# ---- design 1 ----
Design 1, cell density map:
The bar under the picture is 20 um long. 7 x 7 tiles, from white (low) to dark blue (high), 0 to 100% covered.
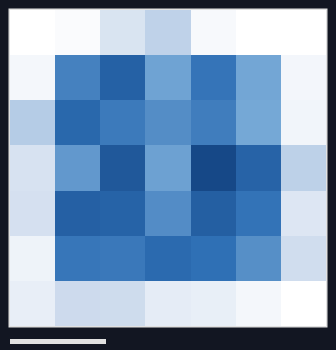
Design 1, where the registers sit:
The bar under the picture is 20 um long. Other sequential cells in the stronger grey, the rest of the logic in the fainter grey.
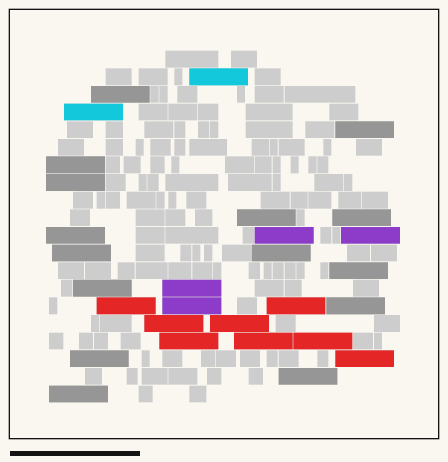
Design 1, cell placement:
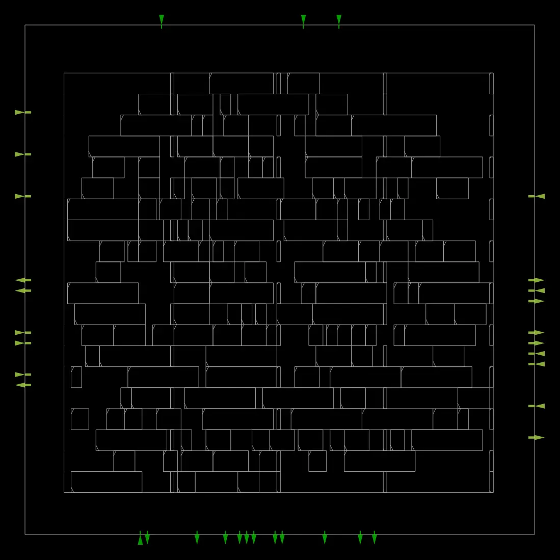
**src/rtl/alu_pipe_acc.sv**
```systemverilog
// Two-stage pipelined ALU with valid/ready handshake, accumulate mode and a consumed-result counter.
// OpCode: 00 sub, 01 add, 10 OR, 11 AND; Flags = {N,Z,C,V,P}.
module alu_pipe_acc #(
  parameter int M     = 4,
  parameter int CNT_W = 8
) (
  input  logic             clk,
  input  logic             reset,
  input  logic             in_valid,
  output logic             in_ready,
  input  logic [M-1:0]     A,
  input  logic [M-1:0]     B,
  input  logic [1:0]       OpCode,
  input  logic             acc_en,
  output logic             out_valid,
  input  logic             out_ready,
  output logic [M-1:0]     Result,
  output logic [4:0]       Flags,
  output logic [CNT_W-1:0] op_count
);

  logic [M-1:0]     r_s1_a, r_s1_b;
  logic [1:0]       r_s1_op;
  logic             r_s1_acc, r_s1_valid;
  logic [M-1:0]     r_result;
  logic [4:0]       r_flags;
  logic             r_out_valid;
  logic [CNT_W-1:0] r_op_count;

  logic             w_adv2, w_accept, w_consume;
  logic [M-1:0]     w_opa, w_res;
  logic [M:0]       w_ext;
  logic             w_c, w_v;
  logic [4:0]       w_flags;

  assign w_adv2    = r_s1_valid & (~r_out_valid | out_ready);
  assign in_ready  = ~r_s1_valid | w_adv2;
  assign w_accept  = in_valid & in_ready;
  assign w_consume = r_out_valid & out_ready;

  // Accumulate reads the Result register, which was written on the previous adv2 edge.
  assign w_opa = r_s1_acc ? r_result : r_s1_a;

  always_comb begin
    w_ext = '0;
    w_c   = 1'b0;
    w_v   = 1'b0;
    case (r_s1_op)
      2'b00: begin
        w_ext = {1'b0, w_opa} - {1'b0, r_s1_b};
        w_c   = w_ext[M];
        w_v   = (w_opa[M-1] != r_s1_b[M-1]) & (w_ext[M-1] != w_opa[M-1]);
      end
      2'b01: begin
        w_ext = {1'b0, w_opa} + {1'b0, r_s1_b};
        w_c   = w_ext[M];
        w_v   = (w_opa[M-1] == r_s1_b[M-1]) & (w_ext[M-1] != w_opa[M-1]);
      end
      2'b10:   w_ext = {1'b0, w_opa | r_s1_b};
      default: w_ext = {1'b0, w_opa & r_s1_b};
    endcase
    w_res   = w_ext[M-1:0];
    w_flags = {w_res[M-1], (w_res == '0), w_c, w_v, ^w_res};
  end

  always_ff @(posedge clk or posedge reset) begin
    if (reset) begin
      r_s1_a      <= '0;
      r_s1_b      <= '0;
      r_s1_op     <= '0;
      r_s1_acc    <= 1'b0;
      r_s1_valid  <= 1'b0;
      r_result    <= '0;
      r_flags     <= '0;
      r_out_valid <= 1'b0;
      r_op_count  <= '0;
    end else begin
      if (w_accept) begin
        r_s1_a     <= A;
        r_s1_b     <= B;
        r_s1_op    <= OpCode;
        r_s1_acc   <= acc_en;
        r_s1_valid <= 1'b1;
      end else if (w_adv2) begin
        r_s1_valid <= 1'b0;
      end

      if (w_adv2) begin
        r_result    <= w_res;
        r_flags     <= w_flags;
        r_out_valid <= 1'b1;
      end else if (w_consume) begin
        r_out_valid <= 1'b0;
      end

      if (w_consume) r_op_count <= r_op_count + CNT_W'(1);
    end
  end

  assign out_valid = r_out_valid;
  assign Result    = r_result;
  assign Flags     = r_flags;
  assign op_count  = r_op_count;

endmodule

```
**config.mk**
```make
export PLATFORM = sky130hd
export DESIGN_NAME = alu_pipe_acc
export DESIGN_NICKNAME = d
export VERILOG_FILES = /design/src/rtl/alu_pipe_acc.sv
export SDC_FILE = /design/constraint.sdc
export NUM_CORES = 1
export LEC_CHECK = 0
export CORE_MARGIN = 5
export CORE_UTILIZATION = 55
export CTS_CLUSTER_SIZE = 40
export DETAILED_ROUTE_END_ITERATION = 8
export DONT_BUFFER_PORTS = 1
export GPL_TIMING_DRIVEN = 0
export PLACE_DENSITY = 0.7
export RECOVER_POWER = 50
export SYNTH_ARGS = -nofsm -noshare
export SYNTH_HDL_FRONTEND = slang
export SYNTH_SLANG_ARGS = --single-unit
```
**constraint.sdc**
```tcl
create_clock -name clk -period 7 [get_ports clk]
set_input_delay 1.4 -clock clk [delete_from_list [all_inputs] [get_ports clk]]
set_output_delay 1.4 -clock clk [all_outputs]
set_load 0.02 [all_outputs]
```
==> run notes <==
yosys + openroad results -> H-tree depth=2, TritonCTS clock tree=done, yosys cell count=149, Post-Synth Simple-Gate Area=7.96%, highest-power group=sequential cells, CP peak stage delay=roughly 310 ps, ys flop type=dfrtp_1, vias in the first global route=1096, mux share=14.2%, CP Data Arrival Time=~1700 ps, Total Power=755 uW, Worst Setup EP=in_ready, CP Class=input port to output port, fin area=1870 um2, Leakage Power=between 0.8 and 0.9 nW, endpoints failing hold=0, final core occ=61.9%, dominant logic cell types in the final layout=dfrtp_1, ha_1, nand2_1, inv_1, mux2_1, power in the clock group=roughly 150 uW, status=complete, no violations, FFs w/ async S/R, synth=100%, Max Fclk=about 0.32 GHz, Seq share, synth=a little over two fifths, Net Switching=301 uW, GRT overflow=0, R2R cell count=11
Notes on 'cell density map' of design 1 above:
densest ninth of the die: middle
emptiest ninth of the die: top right
tiles over 75% full: 18%

Notes on 'where the registers sit' of design 1 above:
legend:
  purple:
    signal: Result
    placed_flops: 4
    where: middle
  red:
    signal: op_count
    placed_flops: 8
  cyan:
    signal: r_s1_op
    placed_flops: 2

Notes on 'cell placement' of design 1 above:
Non-Filler Instances: 201
sequential share of cell area: 38.7%
core area: 3030 um2
Seq Cell Count: 29

[state kept, by name, indices dropped and copies added (netlist names), 2 cells and up]
| register | flops |
|---|---|
| op_count | 8 |
| Result | 4 |
| Flags | 4 |
| r_s1_op | 2 |
| r_s1_a | 4 |
| r_s1_b | 4 |
[worst reg2reg max path: cells and delay by family (launching register included)]
| kind | cells | cell delay (ps) |
|---|---|---|
| XOR/XNOR | 2 | 250 |
| flip-flops | 1 | 350 |
| adder cells (fa/ha/maj) | 2 | 670 |
| buffers and inverters | 2 | 300 |
| AND-OR/OR-AND | 3 | 530 |
| multiplexers | 2 | 760 |

# ---- design 2 ----
Design 2, floorplan with the power grid:
The bar under the picture is 50 um long. Pins as bars on the die edge. Tap cells in grey.
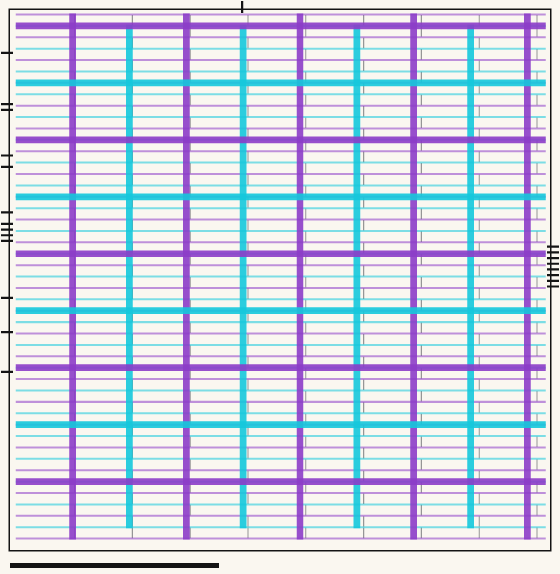
Design 2, cell density map:
The bar under the picture is 50 um long. 13 x 13 tiles, from white (low) to dark blue (high), 0 to 100% covered.
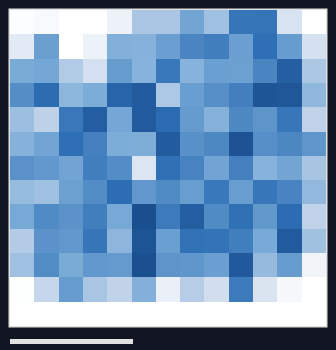
**src/rtl/rt_uart_rx_sniffer_pkg.sv**
```systemverilog
// -----------------------------------------------------------------------------
// rt_uart_pkg
//
// Shared types and constants for the UART receive sniffer. Holds the
// receiver FSM state encoding, the fixed 8N1 frame width, the end-of-line
// character and a small helper that sizes the bit-period counter.
//
// No ports: this is a package imported by rt_uart_rx_sniffer and
// rt_uart_rx_fifo.
// -----------------------------------------------------------------------------
package rt_uart_pkg;

  // Receiver FSM states, in the order a well-formed frame visits them.
  typedef enum logic [2:0] {
    ST_IDLE      = 3'd0,
    ST_START     = 3'd1,
    ST_DATA      = 3'd2,
    ST_STOP      = 3'd3,
    ST_WAIT_HIGH = 3'd4
  } uart_rx_state_e;

  // Frame is fixed 8N1, LSB first.
  localparam int UartDataBits = 8;

  // Line feed marks end of line in the captured log.
  localparam logic [7:0] UartEolChar = 8'h0A;

  // Width of a counter that has to reach clks-1; never narrower than one bit.
  function automatic int cntWidth(input int clks);
    return (clks > 1) ? $clog2(clks) : 1;
  endfunction

endpackage

```
**src/rtl/rt_uart_rx_fifo.sv**
```systemverilog
// -----------------------------------------------------------------------------
// rt_uart_rx_fifo
//
// Small synchronous FIFO buffering received bytes for the consumer.
//
// Ports:
//   clk_i    in   clock
//   rst_ni   in   synchronous active-low reset, empties the FIFO
//   push_i   in   write data_i (taken when not full, or when a pop happens
//                 in the same cycle)
//   data_i   in   byte to write
//   pop_i    in   remove the head entry (ignored while empty)
//   data_o   out  head entry, 0 while empty
//   full_o   out  all Depth entries occupied
//   empty_o  out  no entries
//   fill_o   out  current occupancy, 0..Depth
// -----------------------------------------------------------------------------
module rt_uart_rx_fifo
  import rt_uart_pkg::*;
#(
  parameter int Depth = 16,
  parameter int Width = UartDataBits
) (
  input  logic                     clk_i,
  input  logic                     rst_ni,
  input  logic                     push_i,
  input  logic [Width-1:0]         data_i,
  input  logic                     pop_i,
  output logic [Width-1:0]         data_o,
  output logic                     full_o,
  output logic                     empty_o,
  output logic [$clog2(Depth):0]   fill_o
);

  localparam int AddrW = $clog2(Depth);
  localparam logic [AddrW:0] FullCount = (AddrW + 1)'(Depth);

  logic [Width-1:0] r_mem [Depth];
  logic [AddrW-1:0] r_wrPtr;
  logic [AddrW-1:0] r_rdPtr;
  logic [AddrW:0]   r_fill;

  logic w_doPush;
  logic w_doPop;

  assign empty_o = (r_fill == '0);
  assign full_o  = (r_fill == FullCount);

  // A pop on an empty FIFO is dropped; a push into a full FIFO only lands
  // when the head is leaving in the same cycle.
  assign w_doPop  = pop_i && !empty_o;
  assign w_doPush = push_i && (!full_o || w_doPop);

  // Storage has no reset; the output mux below hides stale contents.
  always_ff @(posedge clk_i) begin
    if (w_doPush) begin
      r_mem[r_wrPtr] <= data_i;
    end
  end

  // Depth is a power of two, so the pointers wrap by plain overflow.
  always_ff @(posedge clk_i) begin
    if (!rst_ni) begin
      r_wrPtr <= '0;
      r_rdPtr <= '0;
      r_fill  <= '0;
    end else begin
      if (w_doPush) begin
        r_wrPtr <= r_wrPtr + 1'b1;
      end
      if (w_doPop) begin
        r_rdPtr <= r_rdPtr + 1'b1;
      end
      unique case ({w_doPush, w_doPop})
        2'b10:   r_fill <= r_fill + 1'b1;
        2'b01:   r_fill <= r_fill - 1'b1;
        default: r_fill <= r_fill;
      endcase
    end
  end

  assign data_o = empty_o ? '0 : r_mem[r_rdPtr];
  assign fill_o = r_fill;

endmodule

```
**src/rtl/rt_uart_rx_sniffer.sv**
```systemverilog
// -----------------------------------------------------------------------------
// rt_uart_rx_sniffer
//
// Cycle-exact 8N1 UART receiver that watches the DUT transmit line, decodes
// bytes and queues them for a consumer, flagging end-of-line, framing errors
// and dropped bytes.
//
// Ports:
//   clk_i        in   clock
//   rst_ni       in   synchronous active-low reset
//   en_i         in   receiver enable; low forces IDLE and aborts a frame
//   rx_i         in   asynchronous serial line, idle high
//   data_o       out  byte at the FIFO head
//   valid_o      out  FIFO not empty
//   ready_i      in   consumer accepts; pop when valid_o & ready_i
//   eol_o        out  one-cycle pulse when 0x0A is accepted into the FIFO
//   frame_err_o  out  one-cycle pulse on a low stop bit
//   overflow_o   out  sticky, a byte was dropped on a full FIFO
//   fill_o       out  FIFO occupancy
// -----------------------------------------------------------------------------
module rt_uart_rx_sniffer
  import rt_uart_pkg::*;
#(
  parameter int ClksPerBit = 33,
  parameter int FifoDepth  = 16
) (
  input  logic                         clk_i,
  input  logic                         rst_ni,
  input  logic                         en_i,
  input  logic                         rx_i,
  output logic [7:0]                   data_o,
  output logic                         valid_o,
  input  logic                         ready_i,
  output logic                         eol_o,
  output logic                         frame_err_o,
  output logic                         overflow_o,
  output logic [$clog2(FifoDepth):0]   fill_o
);

  localparam int CntW = cntWidth(ClksPerBit);
  localparam logic [CntW-1:0] HalfLast   = CntW'(ClksPerBit / 2 - 1);
  localparam logic [CntW-1:0] BitLast    = CntW'(ClksPerBit - 1);
  localparam logic [2:0]      LastBitIdx = 3'(UartDataBits - 1);

  logic                    r_sync1;
  logic                    r_sync2;
  uart_rx_state_e          r_state;
  logic [CntW-1:0]         r_cnt;
  logic [2:0]              r_bitIdx;
  logic [UartDataBits-1:0] r_shreg;
  logic                    r_eol;
  logic                    r_frameErr;
  logic                    r_overflow;

  logic w_rxS;
  logic w_stopSample;
  logic w_pushReq;
  logic w_pushAccept;
  logic w_pop;
  logic w_fifoFull;
  logic w_fifoEmpty;

  // Two-flop synchronizer; resetting to 1 keeps reset from looking like a
  // start bit.
  always_ff @(posedge clk_i) begin
    if (!rst_ni) begin
      r_sync1 <= 1'b1;
      r_sync2 <= 1'b1;
    end else begin
      r_sync1 <= rx_i;
      r_sync2 <= r_sync1;
    end
  end

  assign w_rxS = r_sync2;

  // The stop-bit sample cycle decides between push and framing error.
  assign w_stopSample = en_i && (r_state == ST_STOP) && (r_cnt == BitLast);
  assign w_pushReq    = w_stopSample && w_rxS;
  assign w_pop        = !w_fifoEmpty && ready_i;
  assign w_pushAccept = w_pushReq && (!w_fifoFull || w_pop);

  // Receiver FSM plus the registered event flags. Start is confirmed at
  // mid-bit, then every data and stop sample lands one full bit later,
  // i.e. near the centre of each bit.
  always_ff @(posedge clk_i) begin
    if (!rst_ni) begin
      r_state    <= ST_IDLE;
      r_cnt      <= '0;
      r_bitIdx   <= '0;
      r_shreg    <= '0;
      r_eol      <= 1'b0;
      r_frameErr <= 1'b0;
      r_overflow <= 1'b0;
    end else begin
      r_eol      <= w_pushAccept && (r_shreg == UartEolChar);
      r_frameErr <= w_stopSample && !w_rxS;
      if (w_pushReq && !w_pushAccept) begin
        r_overflow <= 1'b1;
      end

      if (!en_i) begin
        r_state <= ST_IDLE;
        r_cnt   <= '0;
      end else begin
        unique case (r_state)
          ST_IDLE: begin
            if (!w_rxS) begin
              r_cnt   <= '0;
              r_state <= ST_START;
            end
          end
          ST_START: begin
            if (r_cnt == HalfLast) begin
              if (w_rxS) begin
                r_state <= ST_IDLE;
              end else begin
                r_cnt    <= '0;
                r_bitIdx <= '0;
                r_state  <= ST_DATA;
              end
            end else begin
              r_cnt <= r_cnt + 1'b1;
            end
          end
          ST_DATA: begin
            if (r_cnt == BitLast) begin
              r_cnt    <= '0;
              r_shreg  <= {w_rxS, r_shreg[UartDataBits-1:1]};
              r_bitIdx <= r_bitIdx + 1'b1;
              if (r_bitIdx == LastBitIdx) begin
                r_state <= ST_STOP;
              end
            end else begin
              r_cnt <= r_cnt + 1'b1;
            end
          end
          ST_STOP: begin
            if (r_cnt == BitLast) begin
              r_cnt   <= '0;
              r_state <= w_rxS ? ST_IDLE : ST_WAIT_HIGH;
            end else begin
              r_cnt <= r_cnt + 1'b1;
            end
          end
          ST_WAIT_HIGH: begin
            // A held-low line (break) must not be mistaken for new starts.
            if (w_rxS) begin
              r_state <= ST_IDLE;
            end
          end
          default: r_state <= ST_IDLE;
        endcase
      end
    end
  end

  rt_uart_rx_fifo #(
    .Depth (FifoDepth),
    .Width (UartDataBits)
  ) u_fifo (
    .clk_i   (clk_i),
    .rst_ni  (rst_ni),
    .push_i  (w_pushAccept),
    .data_i  (r_shreg),
    .pop_i   (w_pop),
    .data_o  (data_o),
    .full_o  (w_fifoFull),
    .empty_o (w_fifoEmpty),
    .fill_o  (fill_o)
  );

  assign valid_o     = !w_fifoEmpty;
  assign eol_o       = r_eol;
  assign frame_err_o = r_frameErr;
  assign overflow_o  = r_overflow;

endmodule

```
**config.mk**
```make
export PLATFORM = sky130hd
export DESIGN_NAME = rt_uart_rx_sniffer
export DESIGN_NICKNAME = d
export VERILOG_FILES = /design/src/rtl/rt_uart_rx_sniffer_pkg.sv /design/src/rtl/rt_uart_rx_fifo.sv /design/src/rtl/rt_uart_rx_sniffer.sv
export SDC_FILE = /design/constraint.sdc
export NUM_CORES = 1
export LEC_CHECK = 0
export CORE_UTILIZATION = 44
export DETAILED_ROUTE_END_ITERATION = 6
export GPL_TIMING_DRIVEN = 0
export SLEW_MARGIN = 15
export SYNTH_ARGS = -nofsm -noshare
export SYNTH_HDL_FRONTEND = slang
export SYNTH_SLANG_ARGS = --single-unit
```
**constraint.sdc**
```tcl
create_clock -name clk_i -period 3.25 [get_ports clk_i]
set_input_delay 0.4875 -clock clk_i [delete_from_list [all_inputs] [get_ports clk_i]]
set_output_delay 0.4875 -clock clk_i [all_outputs]
set_load 0.005 [all_outputs]
```
==> run notes <==
yosys + openroad results -> status=complete, no violations, Tool Warnings=31, area grow syn2layout=15.9%, clock buffer count=20, setup TNS=0 ps, Net Switching=813 uW, highest-power group=sequential cells, pin count of the biggest net entering global routing=20, TritonCTS clock tree=done, Synthesized Nets=467, Layout non-clock buf frac=approximately 4.1%, fp util=44.8%, final core occ=51.9%, period utilization=95.8%, Placer Congestion=roughly 0.86, CTS Buffer Depth=2, power in the clock group=2.00 mW, Port Buffer Count=21, Post-Route WL=13900 um, CP Data Arrival Time=2630 ps, Max Cap Viol=0
About 'floorplan with the power grid' of design 2:
legend:
  cyan:
    net: VDD
  purple:
    net: VSS
met5 straps: 9
rows: 46
met1 rails: 47
met4 straps: 9
tap cells: 216

About 'cell density map' of design 2:
mean over tiles: 48%
nearly empty tiles: 12%
tiles over 75% full: 11%

[cell families (layout without fill, tap and decap cells)]
| kind of cell | count (synthesis) | count (layout) | share of synthesized area, % |
|---|---|---|---|
| buf+inv | 35 | 89 | 1.96 |
| xor+xnor | 6 | 6 | 0.742 |
| mux | 61 | 61 | 14.3 |
| simple gates | 108 | 108 | 9.30 |
| flops | 170 | 170 | 66.1 |
| compound gates | 58 | 58 | 5.51 |
| fa+ha+maj | 12 | 12 | 2.12 |
[final timing paths]
kind | to
worst max register to register | u_fifo.fill_o[2]
worst max-delay path | data_o[3]
worst min register to register | r_sync2
worst min-delay path | r_sync2


## Gallery

Port wiring.
(a)
The bar under the picture is 50 um long.
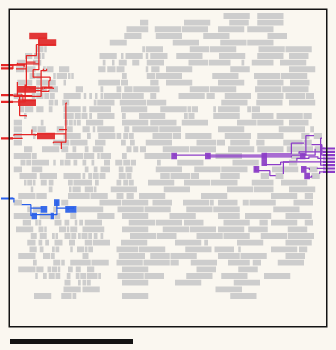
(b)
The bar under the picture is 20 um long.
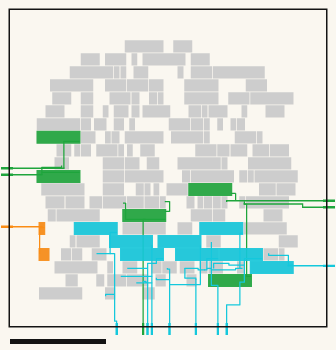
Of these, largest die: (a)
- design 1 = (b)
- design 2 = (a)

Power and IR drop assume default switching activity.
